# design 1

### M2 wires, design 1

Bar = 50 um. Cells faint in the background.
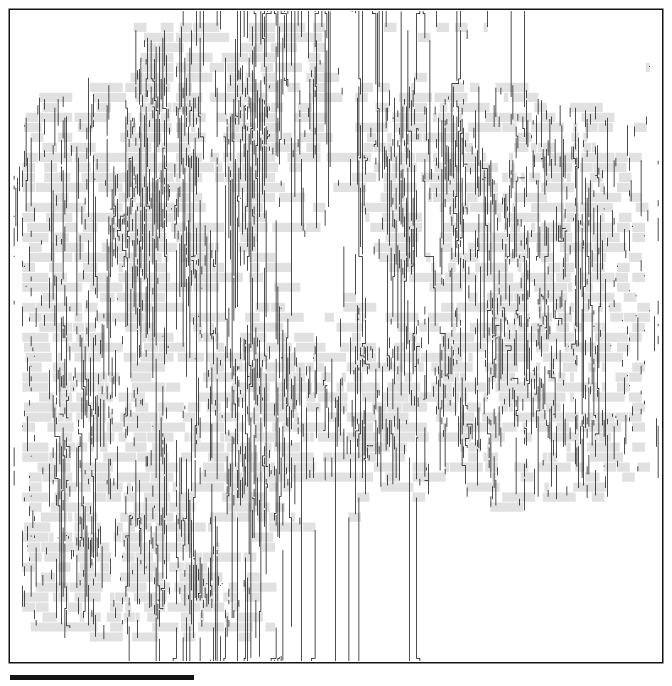

## src/rtl/lsu_pkg.sv

```systemverilog
// Shared constants, state encoding and access-size decode for the load/store sequencer.
package lsu_pkg;

  localparam logic [2:0] F3_LB  = 3'b000;
  localparam logic [2:0] F3_LH  = 3'b001;
  localparam logic [2:0] F3_LW  = 3'b010;
  localparam logic [2:0] F3_LBU = 3'b100;
  localparam logic [2:0] F3_LHU = 3'b101;
  localparam logic [2:0] F3_SB  = 3'b000;
  localparam logic [2:0] F3_SH  = 3'b001;
  localparam logic [2:0] F3_SW  = 3'b010;

  typedef logic [2:0] state_t;

  localparam state_t ST_IDLE  = 3'd0;
  localparam state_t ST_REQ1  = 3'd1;
  localparam state_t ST_WAIT1 = 3'd2;
  localparam state_t ST_REQ2  = 3'd3;
  localparam state_t ST_WAIT2 = 3'd4;
  localparam state_t ST_RESP  = 3'd5;

  typedef struct packed {
    logic       legal;
    logic [3:0] mask;
  } lsu_size_t;

  // mask holds one bit per byte of the access, right-aligned
  function automatic lsu_size_t size_decode(input logic is_store, input logic [2:0] f3);
    lsu_size_t s;
    s.legal = 1'b1;
    s.mask  = 4'b0000;
    case (f3)
      F3_LB, F3_LBU: s.mask = 4'b0001;
      F3_LH, F3_LHU: s.mask = 4'b0011;
      F3_LW:         s.mask = 4'b1111;
      default:       s.legal = 1'b0;
    endcase
    if (is_store && f3[2]) s.legal = 1'b0;
    return s;
  endfunction

endpackage

```

## src/rtl/lsu_lane_align.sv

```systemverilog
// Byte-lane arithmetic: byte enables for both word accesses, shifted store data,
// and the shifted/extended load result.
module lsu_lane_align
  import lsu_pkg::*;
(
  input  logic [1:0]  off,
  input  logic [3:0]  size_mask,
  input  logic [2:0]  funct3,
  input  logic [31:0] wdata,
  input  logic [31:0] lo_word,
  input  logic [31:0] hi_word,
  output logic [3:0]  be1,
  output logic [3:0]  be2,
  output logic        split,
  output logic [63:0] wd64,
  output logic [31:0] ld_data
);

  logic [7:0]  mask8;
  logic [63:0] sh;

  always_comb begin
    mask8 = {4'b0000, size_mask} << off;
    be1   = mask8[3:0];
    be2   = mask8[7:4];
    split = |be2;
    wd64  = {32'b0, wdata} << {off, 3'b000};
    sh    = {hi_word, lo_word} >> {off, 3'b000};
    case (funct3)
      F3_LB:   ld_data = {{24{sh[7]}}, sh[7:0]};
      F3_LH:   ld_data = {{16{sh[15]}}, sh[15:0]};
      F3_LBU:  ld_data = {24'b0, sh[7:0]};
      F3_LHU:  ld_data = {16'b0, sh[15:0]};
      default: ld_data = sh[31:0];
    endcase
  end

endmodule

```

## src/rtl/lsu_unalign_seq.sv

```systemverilog
// Load/store sequencer: one bus transaction per request, two when the access
// crosses a word boundary, with optional grant/response watchdog.
//
// state  | meaning
// IDLE   | waiting for start
// REQ1   | first access requested, waiting for gnt
// WAIT1  | first access granted, waiting for r_valid
// REQ2   | second (next word) access requested
// WAIT2  | second access granted, waiting for r_valid
// RESP   | done (and err if aborted) pulse
module lsu_unalign_seq
  import lsu_pkg::*;
#(
  parameter bit          ALLOW_SPLIT = 1'b1,
  parameter int unsigned TIMEOUT_CYC = 0
) (
  input  logic        CLK,
  input  logic        RES,
  input  logic        start,
  input  logic        we,
  input  logic [2:0]  funct3,
  input  logic [31:0] addr,
  input  logic [31:0] wdata,
  output logic        data_req,
  input  logic        data_gnt,
  input  logic        data_r_valid,
  output logic [31:0] data_adr,
  output logic [3:0]  data_be,
  output logic [31:0] data_write,
  output logic        data_write_enable,
  input  logic [31:0] data_read,
  output logic [31:0] rdata,
  output logic        done,
  output logic        err,
  output logic        busy
);

  localparam bit WD_EN = (TIMEOUT_CYC != 0);
  localparam int WD_W  = (TIMEOUT_CYC > 1) ? $clog2(TIMEOUT_CYC) : 1;
  localparam logic [WD_W-1:0] WD_LOAD = WD_EN ? WD_W'(TIMEOUT_CYC - 1) : '0;

  state_t            state_q, state_d;
  logic [31:0]       addr_q, addr_d;
  logic              we_q, we_d;
  logic [2:0]        f3_q, f3_d;
  logic [31:0]       wdata_q, wdata_d;
  logic [31:0]       lo_q, lo_d;
  logic [31:0]       hi_q, hi_d;
  logic [31:0]       rdata_q, rdata_d;
  logic              err_q, err_d;
  logic [WD_W-1:0]   wd_q, wd_d;

  logic [31:0] cur_addr;
  logic        cur_we;
  logic [2:0]  cur_f3;
  lsu_size_t   sz;
  logic [3:0]  be1, be2;
  logic        split;
  logic [63:0] wd64;
  logic [31:0] ld_data;
  logic        wd_tc;
  logic [29:0] word_q;

  // In IDLE the lane logic looks at the live request so the split decision is
  // available in the same cycle as start; afterwards it uses the captured copy.
  always_comb begin
    cur_addr = (state_q == ST_IDLE) ? addr   : addr_q;
    cur_we   = (state_q == ST_IDLE) ? we     : we_q;
    cur_f3   = (state_q == ST_IDLE) ? funct3 : f3_q;
    sz       = size_decode(cur_we, cur_f3);
  end

  lsu_lane_align u_lane (
    .off       (cur_addr[1:0]),
    .size_mask (sz.mask),
    .funct3    (f3_q),
    .wdata     (wdata_q),
    .lo_word   (lo_d),
    .hi_word   (hi_d),
    .be1       (be1),
    .be2       (be2),
    .split     (split),
    .wd64      (wd64),
    .ld_data   (ld_data)
  );

  always_comb begin
    lo_d = lo_q;
    hi_d = hi_q;
    if (state_q == ST_WAIT1 && data_r_valid) lo_d = data_read;
    if (state_q == ST_WAIT2 && data_r_valid) hi_d = data_read;
  end

  assign wd_tc = WD_EN && (wd_q == '0);

  always_comb begin
    state_d = state_q;
    addr_d  = addr_q;
    we_d    = we_q;
    f3_d    = f3_q;
    wdata_d = wdata_q;
    rdata_d = rdata_q;
    err_d   = err_q;
    wd_d    = (wd_q != '0) ? wd_q - WD_W'(1) : wd_q;
    case (state_q)
      ST_IDLE: begin
        err_d = 1'b0;
        if (start) begin
          addr_d  = addr;
          we_d    = we;
          f3_d    = funct3;
          wdata_d = wdata;
          wd_d    = WD_LOAD;
          if (!sz.legal || (split && !ALLOW_SPLIT)) begin
            state_d = ST_RESP;
            err_d   = 1'b1;
          end else begin
            state_d = ST_REQ1;
          end
        end
      end
      ST_REQ1, ST_REQ2: begin
        if (data_gnt) begin
          state_d = (state_q == ST_REQ1) ? ST_WAIT1 : ST_WAIT2;
          wd_d    = WD_LOAD;
        end else if (wd_tc) begin
          state_d = ST_RESP;
          err_d   = 1'b1;
        end
      end
      ST_WAIT1, ST_WAIT2: begin
        if (data_r_valid) begin
          if (state_q == ST_WAIT1 && split) begin
            state_d = ST_REQ2;
            wd_d    = WD_LOAD;
          end else begin
            state_d = ST_RESP;
            if (!we_q) rdata_d = ld_data;
          end
        end else if (wd_tc) begin
          state_d = ST_RESP;
          err_d   = 1'b1;
        end
      end
      ST_RESP: begin
        state_d = ST_IDLE;
        err_d   = 1'b0;
      end
      default: state_d = ST_IDLE;
    endcase
  end

  always_ff @(posedge CLK or negedge RES) begin
    if (!RES) begin
      state_q <= ST_IDLE;
      addr_q  <= '0;
      we_q    <= 1'b0;
      f3_q    <= '0;
      wdata_q <= '0;
      lo_q    <= '0;
      hi_q    <= '0;
      rdata_q <= '0;
      err_q   <= 1'b0;
      wd_q    <= '0;
    end else begin
      state_q <= state_d;
      addr_q  <= addr_d;
      we_q    <= we_d;
      f3_q    <= f3_d;
      wdata_q <= wdata_d;
      lo_q    <= lo_d;
      hi_q    <= hi_d;
      rdata_q <= rdata_d;
      err_q   <= err_d;
      wd_q    <= wd_d;
    end
  end

  assign word_q = addr_q[31:2];

  always_comb begin
    data_req          = 1'b0;
    data_adr          = '0;
    data_be           = '0;
    data_write        = '0;
    data_write_enable = 1'b0;
    if (state_q == ST_REQ1) begin
      data_req          = 1'b1;
      data_adr          = {word_q, 2'b00};
      data_be           = be1;
      data_write        = wd64[31:0];
      data_write_enable = we_q;
    end else if (state_q == ST_REQ2) begin
      data_req          = 1'b1;
      data_adr          = {word_q + 30'd1, 2'b00};
      data_be           = be2;
      data_write        = wd64[63:32];
      data_write_enable = we_q;
    end
  end

  assign rdata = rdata_q;
  assign done  = (state_q == ST_RESP);
  assign err   = err_q;
  assign busy  = (state_q != ST_IDLE);

endmodule

```

## config.mk

```make
export PLATFORM = sky130hd
export DESIGN_NAME = lsu_unalign_seq
export DESIGN_NICKNAME = d
export VERILOG_FILES = /design/src/rtl/lsu_pkg.sv /design/src/rtl/lsu_lane_align.sv /design/src/rtl/lsu_unalign_seq.sv
export SDC_FILE = /design/constraint.sdc
export NUM_CORES = 1
export LEC_CHECK = 0
export CORE_MARGIN = 3
export CORE_UTILIZATION = 30
export CTS_CLUSTER_DIAMETER = 100
export DETAILED_ROUTE_END_ITERATION = 10
export MAX_ROUTING_LAYER = met4
export SLEW_MARGIN = 40
export SYNTH_ARGS = -nofsm -noshare
export SYNTH_HDL_FRONTEND = slang
export SYNTH_SLANG_ARGS = --single-unit
```

## constraint.sdc

```tcl
create_clock -name CLK -period 3.3 [get_ports CLK]
set_clock_uncertainty 0.2 [all_clocks]
set_input_delay 0.66 -clock CLK [delete_from_list [all_inputs] [get_ports CLK]]
set_output_delay 0.66 -clock CLK [all_outputs]
set_load 0.05 [all_outputs]
```

# design 2

### src/rtl/display_button_scanner.sv
// Scans the display board push buttons through the PISO shift chain, debounces each bit
// and reports pressed state. Define DISPLAY_BUTTON_IRQ_EN to add a latched press interrupt.
module display_button_scanner #(
  parameter int CLK_DIV        = 25,
  parameter int NUM_BITS       = 16,
  parameter int SCAN_INTERVAL  = 50000,
  parameter int DEBOUNCE_SCANS = 4
) (
  input  logic                clk,
  input  logic                reset,
  output logic                shift_clkin,
  output logic                shift_load_n,
  input  logic                shift_out,
  output logic [NUM_BITS-1:0] buttons,
  output logic                buttons_changed,
  output logic                scan_done,
  output logic [NUM_BITS-1:0] raw_scan
`ifdef DISPLAY_BUTTON_IRQ_EN
  ,
  output logic                irq,
  input  logic                irq_ack
`endif
);

  localparam int IW = $clog2(SCAN_INTERVAL);
  localparam logic [IW-1:0] INT_LAST = IW'(SCAN_INTERVAL - 1);
  localparam logic [7:0]    DIV_LAST = 8'(CLK_DIV - 1);
  localparam logic [4:0]    BIT_LAST = 5'(NUM_BITS - 1);
  localparam logic [3:0]    DB_LAST  = 4'(DEBOUNCE_SCANS - 1);

  typedef enum logic [2:0] {IDLE, LOAD, SETTLE, SAMPLE, HIGH, LOW, DONE} state_t;

  state_t              state;
  logic [IW-1:0]       interval_cnt;
  logic                wrap;
  logic [7:0]          div_cnt;
  logic                div_last;
  logic [4:0]          bit_cnt;
  logic [1:0]          sync_q;
  logic [NUM_BITS-1:0] acc;
  logic [NUM_BITS-1:0] acc_shifted;
  logic [NUM_BITS-1:0] raw_now;
  logic [NUM_BITS-1:0] buttons_next;
  logic [NUM_BITS-1:0] differ;
  logic [NUM_BITS-1:0] db_hit;
  logic [3:0]          db_cnt  [NUM_BITS];
  logic [3:0]          db_next [NUM_BITS];

  assign wrap     = (interval_cnt == INT_LAST);
  assign div_last = (div_cnt == DIV_LAST);
  assign raw_now  = ~acc;

  // First sampled bit ends up in the MSB after NUM_BITS shifts.
  generate
    if (NUM_BITS > 1) begin : g_shift
      assign acc_shifted = {acc[NUM_BITS-2:0], sync_q[1]};
    end else begin : g_shift1
      assign acc_shifted = sync_q[1];
    end
  endgenerate

  genvar gi;
  generate
    for (gi = 0; gi < NUM_BITS; gi++) begin : g_db
      assign differ[gi]       = raw_now[gi] ^ buttons[gi];
      assign db_hit[gi]       = differ[gi] && (db_cnt[gi] == DB_LAST);
      assign buttons_next[gi] = db_hit[gi] ? raw_now[gi] : buttons[gi];
      assign db_next[gi]      = (!differ[gi] || db_hit[gi]) ? 4'd0 : db_cnt[gi] + 4'd1;
    end
  endgenerate

  always_ff @(posedge clk or posedge reset) begin
    if (reset) begin
      interval_cnt <= '0;
      sync_q       <= 2'b11;
    end else begin
      interval_cnt <= wrap ? '0 : interval_cnt + IW'(1);
      sync_q       <= {sync_q[0], shift_out};
    end
  end

  always_ff @(posedge clk or posedge reset) begin
    if (reset) begin
      state           <= IDLE;
      div_cnt         <= '0;
      bit_cnt         <= '0;
      acc             <= '0;
      shift_clkin     <= 1'b0;
      shift_load_n    <= 1'b1;
      buttons         <= '0;
      raw_scan        <= '0;
      buttons_changed <= 1'b0;
      scan_done       <= 1'b0;
      for (int i = 0; i < NUM_BITS; i++) db_cnt[i] <= '0;
    end else begin
      scan_done       <= 1'b0;
      buttons_changed <= 1'b0;
      case (state)
        IDLE: begin
          // Wraps seen outside IDLE are simply missed, so scans never overlap.
          if (wrap) begin
            state        <= LOAD;
            shift_load_n <= 1'b0;
            div_cnt      <= '0;
          end
        end
        LOAD: begin
          if (div_last) begin
            state        <= SETTLE;
            shift_load_n <= 1'b1;
            div_cnt      <= '0;
          end else begin
            div_cnt <= div_cnt + 8'd1;
          end
        end
        SETTLE: begin
          if (div_last) begin
            state   <= SAMPLE;
            bit_cnt <= '0;
          end else begin
            div_cnt <= div_cnt + 8'd1;
          end
        end
        SAMPLE: begin
          acc <= acc_shifted;
          if (bit_cnt == BIT_LAST) begin
            state <= DONE;
          end else begin
            state       <= HIGH;
            shift_clkin <= 1'b1;
            div_cnt     <= '0;
          end
        end
        HIGH: begin
          if (div_last) begin
            state       <= LOW;
            shift_clkin <= 1'b0;
            div_cnt     <= '0;
          end else begin
            div_cnt <= div_cnt + 8'd1;
          end
        end
        LOW: begin
          if (div_last) begin
            state   <= SAMPLE;
            bit_cnt <= bit_cnt + 5'd1;
          end else begin
            div_cnt <= div_cnt + 8'd1;
          end
        end
        DONE: begin
          state           <= IDLE;
          raw_scan        <= raw_now;
          scan_done       <= 1'b1;
          buttons         <= buttons_next;
          buttons_changed <= |(buttons_next ^ buttons);
          for (int i = 0; i < NUM_BITS; i++) db_cnt[i] <= db_next[i];
        end
        default: state <= IDLE;
      endcase
    end
  end

`ifdef DISPLAY_BUTTON_IRQ_EN
  logic [NUM_BITS-1:0] pressed_latch;
  logic [NUM_BITS-1:0] new_press;
  logic [NUM_BITS-1:0] latch_next;

  // A press landing on the ack cycle survives the clear.
  assign new_press  = (state == DONE) ? (buttons_next & ~buttons) : '0;
  assign latch_next = (irq_ack ? '0 : pressed_latch) | new_press;

  always_ff @(posedge clk or posedge reset) begin
    if (reset) begin
      pressed_latch <= '0;
      irq           <= 1'b0;
    end else begin
      pressed_latch <= latch_next;
      irq           <= |latch_next;
    end
  end
`endif

endmodule
### config.mk
export PLATFORM = sky130hd
export DESIGN_NAME = display_button_scanner
export DESIGN_NICKNAME = d
export VERILOG_FILES = /design/src/rtl/display_button_scanner.sv
export SDC_FILE = /design/constraint.sdc
export NUM_CORES = 1
export LEC_CHECK = 0
export CAP_MARGIN = 20
export CORE_UTILIZATION = 50
export DETAILED_ROUTE_END_ITERATION = 10
export PLACE_DENSITY = 0.69
export RECOVER_POWER = 50
export SYNTH_ARGS = -nofsm -noshare
export SYNTH_HDL_FRONTEND = slang
export SYNTH_SLANG_ARGS = --single-unit
### constraint.sdc
create_clock -name clk -period 7 [get_ports clk]
set_clock_uncertainty 0.2 [all_clocks]
set_input_delay 1.05 -clock clk [delete_from_list [all_inputs] [get_ports clk]]
set_output_delay 1.05 -clock clk [all_outputs]
set_load 0.02 [all_outputs]
# design 3

--- src/rtl/program_loader.sv ---
// program_loader: receives a length-prefixed, checksummed byte stream and writes it to RAM as 16-bit words.
// Ports:
//   clk, reset (async, active-low)
//   start                          begin a load (honoured only when idle, done or in error)
//   rx_data/rx_valid/rx_ready      byte stream in; a byte moves when rx_valid && rx_ready
//   mem_addr/mem_data/mem_write    RAM write port, one strobe per word
//   cpu_hold                       held high until an image passes its checksum
//   busy/done/error                load status
//   words_loaded                   words written by the current/last load
module program_loader #(
  parameter int ADDR_WIDTH = 8,
  parameter int BASE_ADDR  = 0
) (
  input  logic                  clk,
  input  logic                  reset,
  input  logic                  start,
  input  logic [7:0]            rx_data,
  input  logic                  rx_valid,
  output logic                  rx_ready,
  output logic [ADDR_WIDTH-1:0] mem_addr,
  output logic [15:0]           mem_data,
  output logic                  mem_write,
  output logic                  cpu_hold,
  output logic                  busy,
  output logic                  done,
  output logic                  error,
  output logic [ADDR_WIDTH:0]   words_loaded
);
  typedef enum logic [3:0] {IDLE, LEN_HI, LEN_LO, DATA_HI, DATA_LO, WRITE, CSUM, DONE, ERR} state_t;
  state_t                state_q, state_d;
  logic [15:0]           len_q, len_d, len_new;
  logic [7:0]            hi_q, hi_d, csum_q, csum_d;
  logic [ADDR_WIDTH:0]   wl_q, wl_d;
  logic [ADDR_WIDTH-1:0] addr_q, addr_d;
  logic [15:0]           data_q, data_d;
  logic                  mw_q, mw_d, busy_q, busy_d, done_q, done_d, err_q, err_d, hold_q, hold_d;
  logic                  xfer;
  assign rx_ready     = state_q inside {LEN_HI, LEN_LO, DATA_HI, DATA_LO, CSUM};
  assign xfer         = rx_valid && rx_ready;
  assign len_new      = {len_q[15:8], rx_data};
  assign mem_addr     = addr_q;
  assign mem_data     = data_q;
  assign mem_write    = mw_q;
  assign cpu_hold     = hold_q;
  assign busy         = busy_q;
  assign done         = done_q;
  assign error        = err_q;
  assign words_loaded = wl_q;
  always_comb begin
    state_d = state_q;
    len_d   = len_q;
    hi_d    = hi_q;
    csum_d  = csum_q;
    wl_d    = wl_q;
    addr_d  = addr_q;
    data_d  = data_q;
    // the checksum covers every byte except the checksum byte itself
    if (xfer && state_q != CSUM) csum_d = csum_q + rx_data;
    case (state_q)
      IDLE, DONE, ERR: if (start) begin
        state_d = LEN_HI;
        csum_d  = 8'd0;
        wl_d    = '0;
      end
      LEN_HI: if (xfer) begin
        state_d = LEN_LO;
        len_d   = {rx_data, len_q[7:0]};
      end
      LEN_LO: if (xfer) begin
        len_d   = len_new;
        state_d = (len_new == 16'd0 || 32'(len_new) > (32'd1 << ADDR_WIDTH)) ? ERR : DATA_HI;
      end
      DATA_HI: if (xfer) begin
        state_d = DATA_LO;
        hi_d    = rx_data;
      end
      // address and data are staged here so the write strobe and its payload leave the flops together
      DATA_LO: if (xfer) begin
        state_d = WRITE;
        addr_d  = ADDR_WIDTH'(BASE_ADDR) + wl_q[ADDR_WIDTH-1:0];
        data_d  = {hi_q, rx_data};
      end
      WRITE: begin
        wl_d    = wl_q + 1'b1;
        state_d = (32'(wl_q) + 32'd1 == 32'(len_q)) ? CSUM : DATA_HI;
      end
      CSUM: if (xfer) state_d = (rx_data == csum_q) ? DONE : ERR;
      default: state_d = IDLE;
    endcase
    mw_d   = state_d == WRITE;
    busy_d = !(state_d inside {IDLE, DONE, ERR});
    done_d = state_d == DONE;
    err_d  = state_d == ERR;
    hold_d = state_d != DONE;
  end
  always_ff @(posedge clk or negedge reset) begin
    if (!reset) begin
      state_q <= IDLE;
      len_q   <= '0;
      hi_q    <= '0;
      csum_q  <= '0;
      wl_q    <= '0;
      addr_q  <= '0;
      data_q  <= '0;
      mw_q    <= 1'b0;
      busy_q  <= 1'b0;
      done_q  <= 1'b0;
      err_q   <= 1'b0;
      hold_q  <= 1'b1;
    end else begin
      state_q <= state_d;
      len_q   <= len_d;
      hi_q    <= hi_d;
      csum_q  <= csum_d;
      wl_q    <= wl_d;
      addr_q  <= addr_d;
      data_q  <= data_d;
      mw_q    <= mw_d;
      busy_q  <= busy_d;
      done_q  <= done_d;
      err_q   <= err_d;
      hold_q  <= hold_d;
    end
  end
endmodule

--- config.mk ---
export PLATFORM = sky130hd
export DESIGN_NAME = program_loader
export DESIGN_NICKNAME = d
export VERILOG_FILES = /design/src/rtl/program_loader.sv
export SDC_FILE = /design/constraint.sdc
export NUM_CORES = 1
export LEC_CHECK = 0
export CAP_MARGIN = 20
export CORE_UTILIZATION = 50
export CTS_CLUSTER_DIAMETER = 100
export DETAILED_ROUTE_END_ITERATION = 6
export GPL_TIMING_DRIVEN = 1
export PLACE_DENSITY_LB_ADDON = 0.25
export SETUP_SLACK_MARGIN = 0.15
export SYNTH_ARGS = -nofsm -noshare
export SYNTH_HDL_FRONTEND = slang
export SYNTH_SLANG_ARGS = --single-unit
--- constraint.sdc ---
create_clock -name clk -period 1.8 [get_ports clk]
set_input_delay 0.18 -clock clk [delete_from_list [all_inputs] [get_ports clk]]
set_output_delay 0.18 -clock clk [all_outputs]
set_load 0.05 [all_outputs]
### Zoomed window, design 1

Bar = 10 um. Window x 69 to 109, y 33 to 73 um. Cells in gray, sequential cells in the stronger gray; small squares are vias.
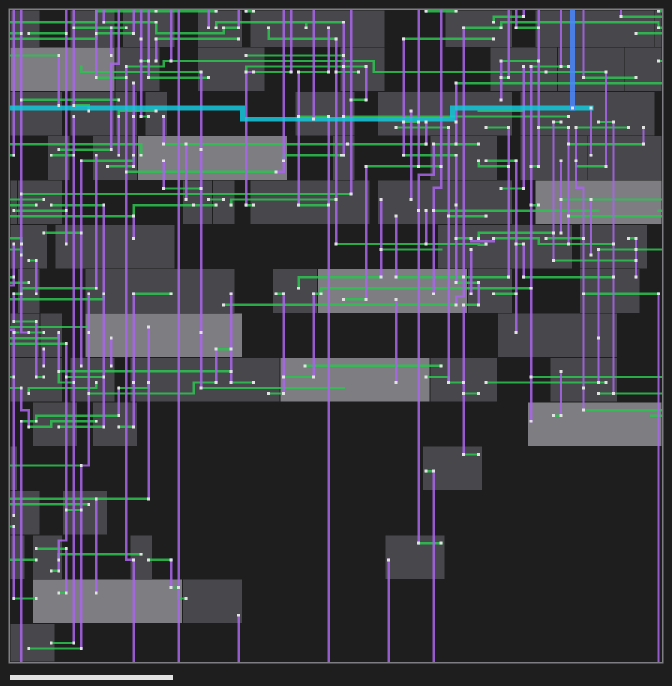
legend:
  purple:
    layer: metal 2
  blue:
    layer: metal 4
  cyan:
    layer: metal 3
  green:
    layer: metal 1
most frequent: mux2_2 (9), buf_4 (9), dfrtp_1 (7)
cells with their middle in the window: 63
sequential cells in the window: 8
netlist names of flops here include: lo_q (4)

## Picture notes: 'M2 wires' of design 1
longest straight run: 77.0 um
nets with wire on the layer: 1073
met2 Usage GRT: 30.5%
DRT Wirelength: 28.9 mm
DR vias: 7616

==> deck_impl_summary.md, design 1 <==
Run Summary

Timing
  – Final Setup Violations: 20
  – FMAX: approximately 290 MHz
  – PnR worst setup slack: -91.8 ps

Status
  – Status: finished, violations left
  – Failing checks: negative setup slack

GRT
  – Total track usage: 19.1%

Detailed routing
  – WL met1: about 12 mm

Setup path
  – Largest delay share family, worst path: buffers and inverters

Cells and area
  – Register Area: 4010 um^2

Synth
  – Mapped Cells: between 800 and 900
  – Post-synth ARST share: 100%

Place
  – Placed cells: roughly 1500
  – HPWL Detailed: 20.4 mm

Power and ir drop
  – Total combinational power: around 12 mW
  – Sequential Power Share: 21.6%

Clock tree
  – Late-Pin Clk Latency: approximately 430 ps

Floorplanning
  – Top-Level Pins: roughly 210
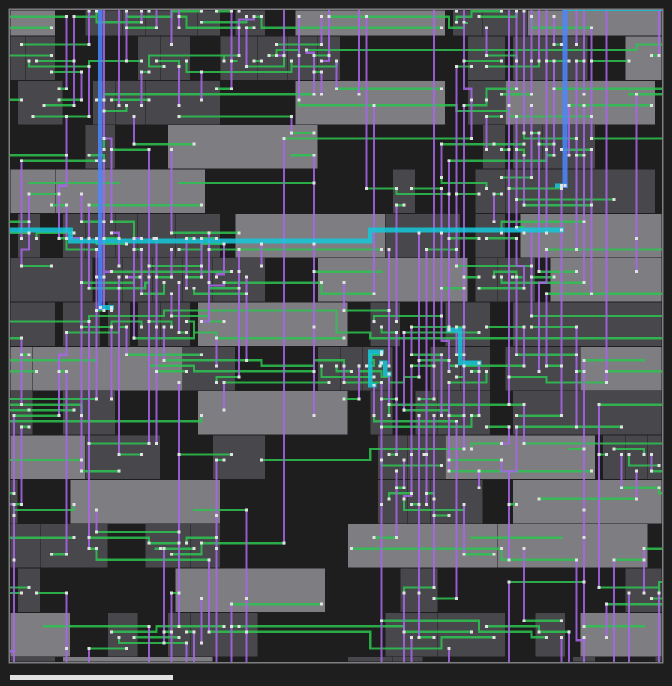
*Zoomed window, design 2*
Bar = 10 um. Window x 40 to 80, y 16 to 56 um. Cells in gray, sequential cells in the stronger gray; small squares are vias.
legend:
  green:
    layer: metal 1
  cyan:
    layer: metal 3
  purple:
    layer: metal 2
  blue:
    layer: metal 4
most frequent: dfrtp_1 (22), nand2_1 (18), o21ai_0 (18)
sequential cells in the window: 22
netlist names of flops here include: db_cnt (17), acc (2), buttons (2)
cells with their middle in the window: 110

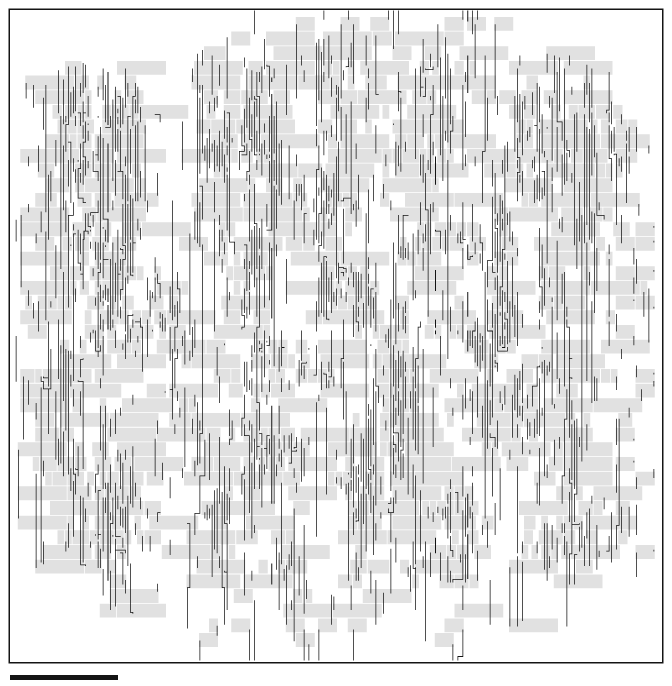
*M2 wires, design 2*
Bar = 20 um. Cells faint in the background.
main direction: vertical
wire length on this layer: 6850 um
share of all routed wire: 49%
nets with wire on the layer: 645
longest straight run: 51.0 um
met2 Usage GRT: 35.1%
DR vias: 5224
DRT Wirelength: 14.1 mm

==> deck_impl_summary.md, design 2 <==
Run Summary

Job
  – Max_cap viols: 1

Power and ir drop
  – Sequential Power Share: between 40% and 50%

Cells and area
  – Nonclk buf count: between 40 and 50
  – Most flops, register: db_cnt
  – Fin area: between 8000 and 9000 um^2

Detailed routing
  – Initial DRT Pass Iterations: 4
  – WL met1: roughly 6.6 mm
  – Iter 0 DRT Violations: between 300 and 400
  – Post-route DRC: 0

Synth
  – Synth top cell by count: dfrtp_1
  – Post-Synth Adder-Cell Area: 3.72%

Place
  – HPWL Detailed: a little under 9 mm

Timing
  – RSZ-0062 raised after global routing: false
  – Final Max Tran Viols: 38
  – Final Hold Violation Tally: 0

Clock tree
  – Post-CTS Setup Bufs: 0

Status
  – Failing checks: max-capacitance violations, max-slew violations
  – Status: finished, violations left

Floorplanning
  – Chip area: 14600 um^2
  – Row count: 43

Hold path
  – Hold path start: sync_q[0]$_DFF_PP1_
  – Hold endpoint: sync_q[1]$_DFF_PP1_
  – Hold Crit Class: flop to flop
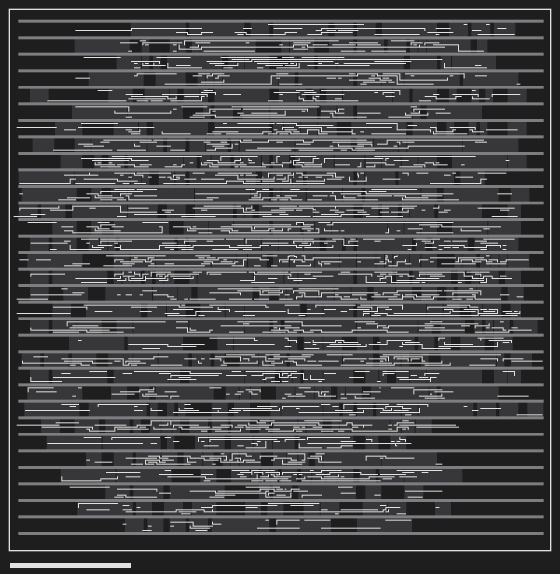
*Metal 1, design 3*
Bar = 20 um. Supply wires on this layer in gray. Cells faint in the background.
wire length on this layer: 4520 um
longest straight run: 31.3 um
main direction: horizontal
DR vias: 3344
met1 usage: 36.0%

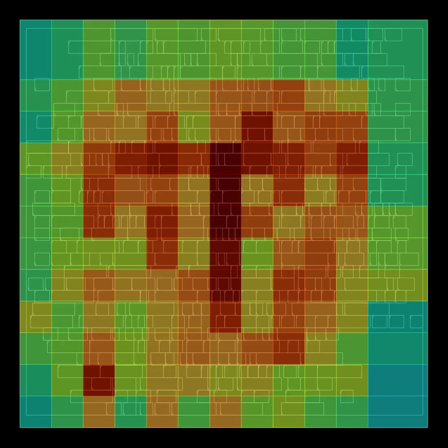
*Congestion heat map, design 3*
total track usage: 27.4%
GR peak layer: met2
drt wl/cell: 18.2 um
met2 Usage GRT: 44.1%
Finished Core Util: 73.9%

==> deck_impl_summary.md, design 3 <==
Run Summary

Setup path
  – Critical Path Stages: 9
  – Crit path max fanout: 2
  – Reg-to-reg endpoint: state_q[2]$_DFF_PN0_

Timing
  – Hold WS: 328 ps
  – PnR worst setup slack: -217 ps
  – Final Setup Violations: 9
  – Slew @ Worst Pin: between 500 and 600 ps
  – Final Max Tran Viols: 0

Job
  – Tool warnings: 29

Synth
  – Avg Cell Area, Syn: between 10 and 15 um^2
  – Ys Warns: 0
  – Area leader share: ~48%

Status
  – Status: finished, violations left
  – Failing checks: negative setup slack

Power and ir drop
  – Leakage: approximately 2.6 nW
  – Top Consumer: combinational logic

Floorplanning
  – Row count: 31

GRT
  – Total gr overflow: 0

Clock tree
  – TritonCTS clock tree: built


==> gallery <==
Cell sizes after repair.
(a)
Bar = 20 um.
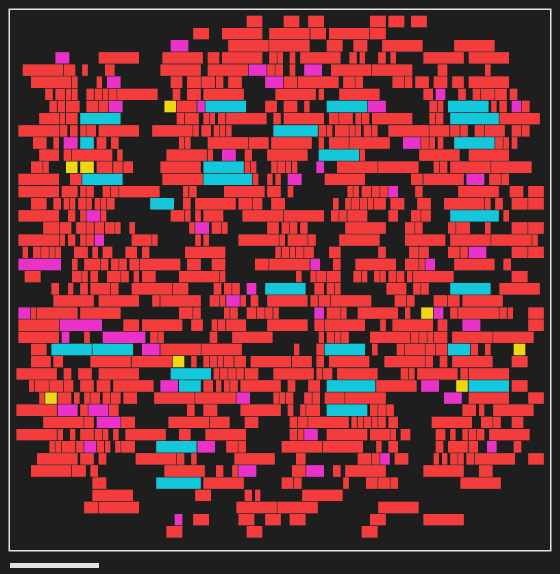
(b)
Bar = 50 um.
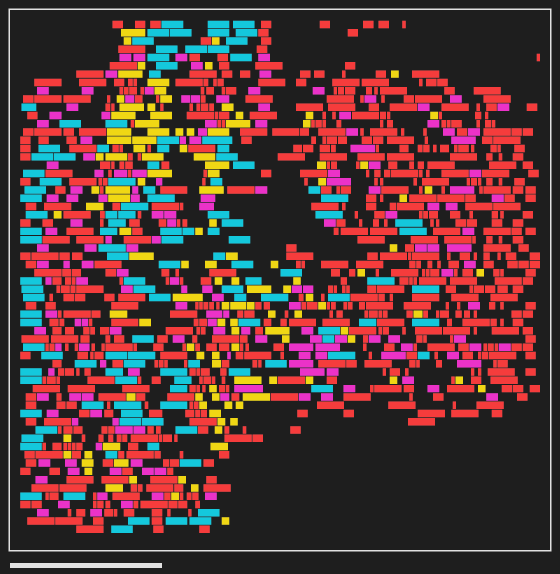
(c)
Bar = 20 um.
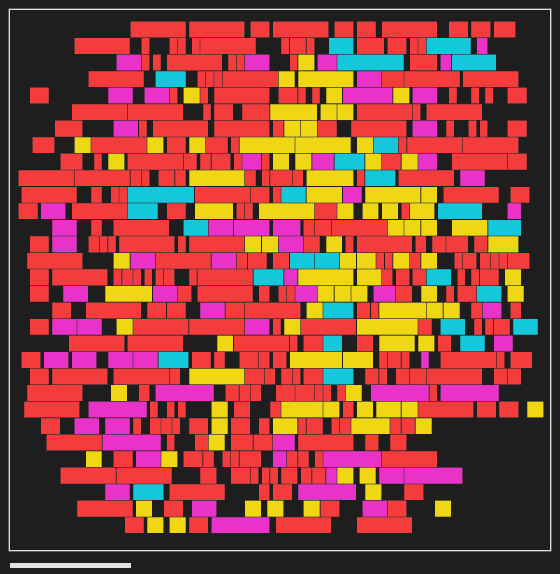
design 1: (b)
design 3: (c)
design 2: (a)
The one with the smallest die is (c).
The one with the most cells is (b).

Power is estimated from default activity; no workload was simulated.
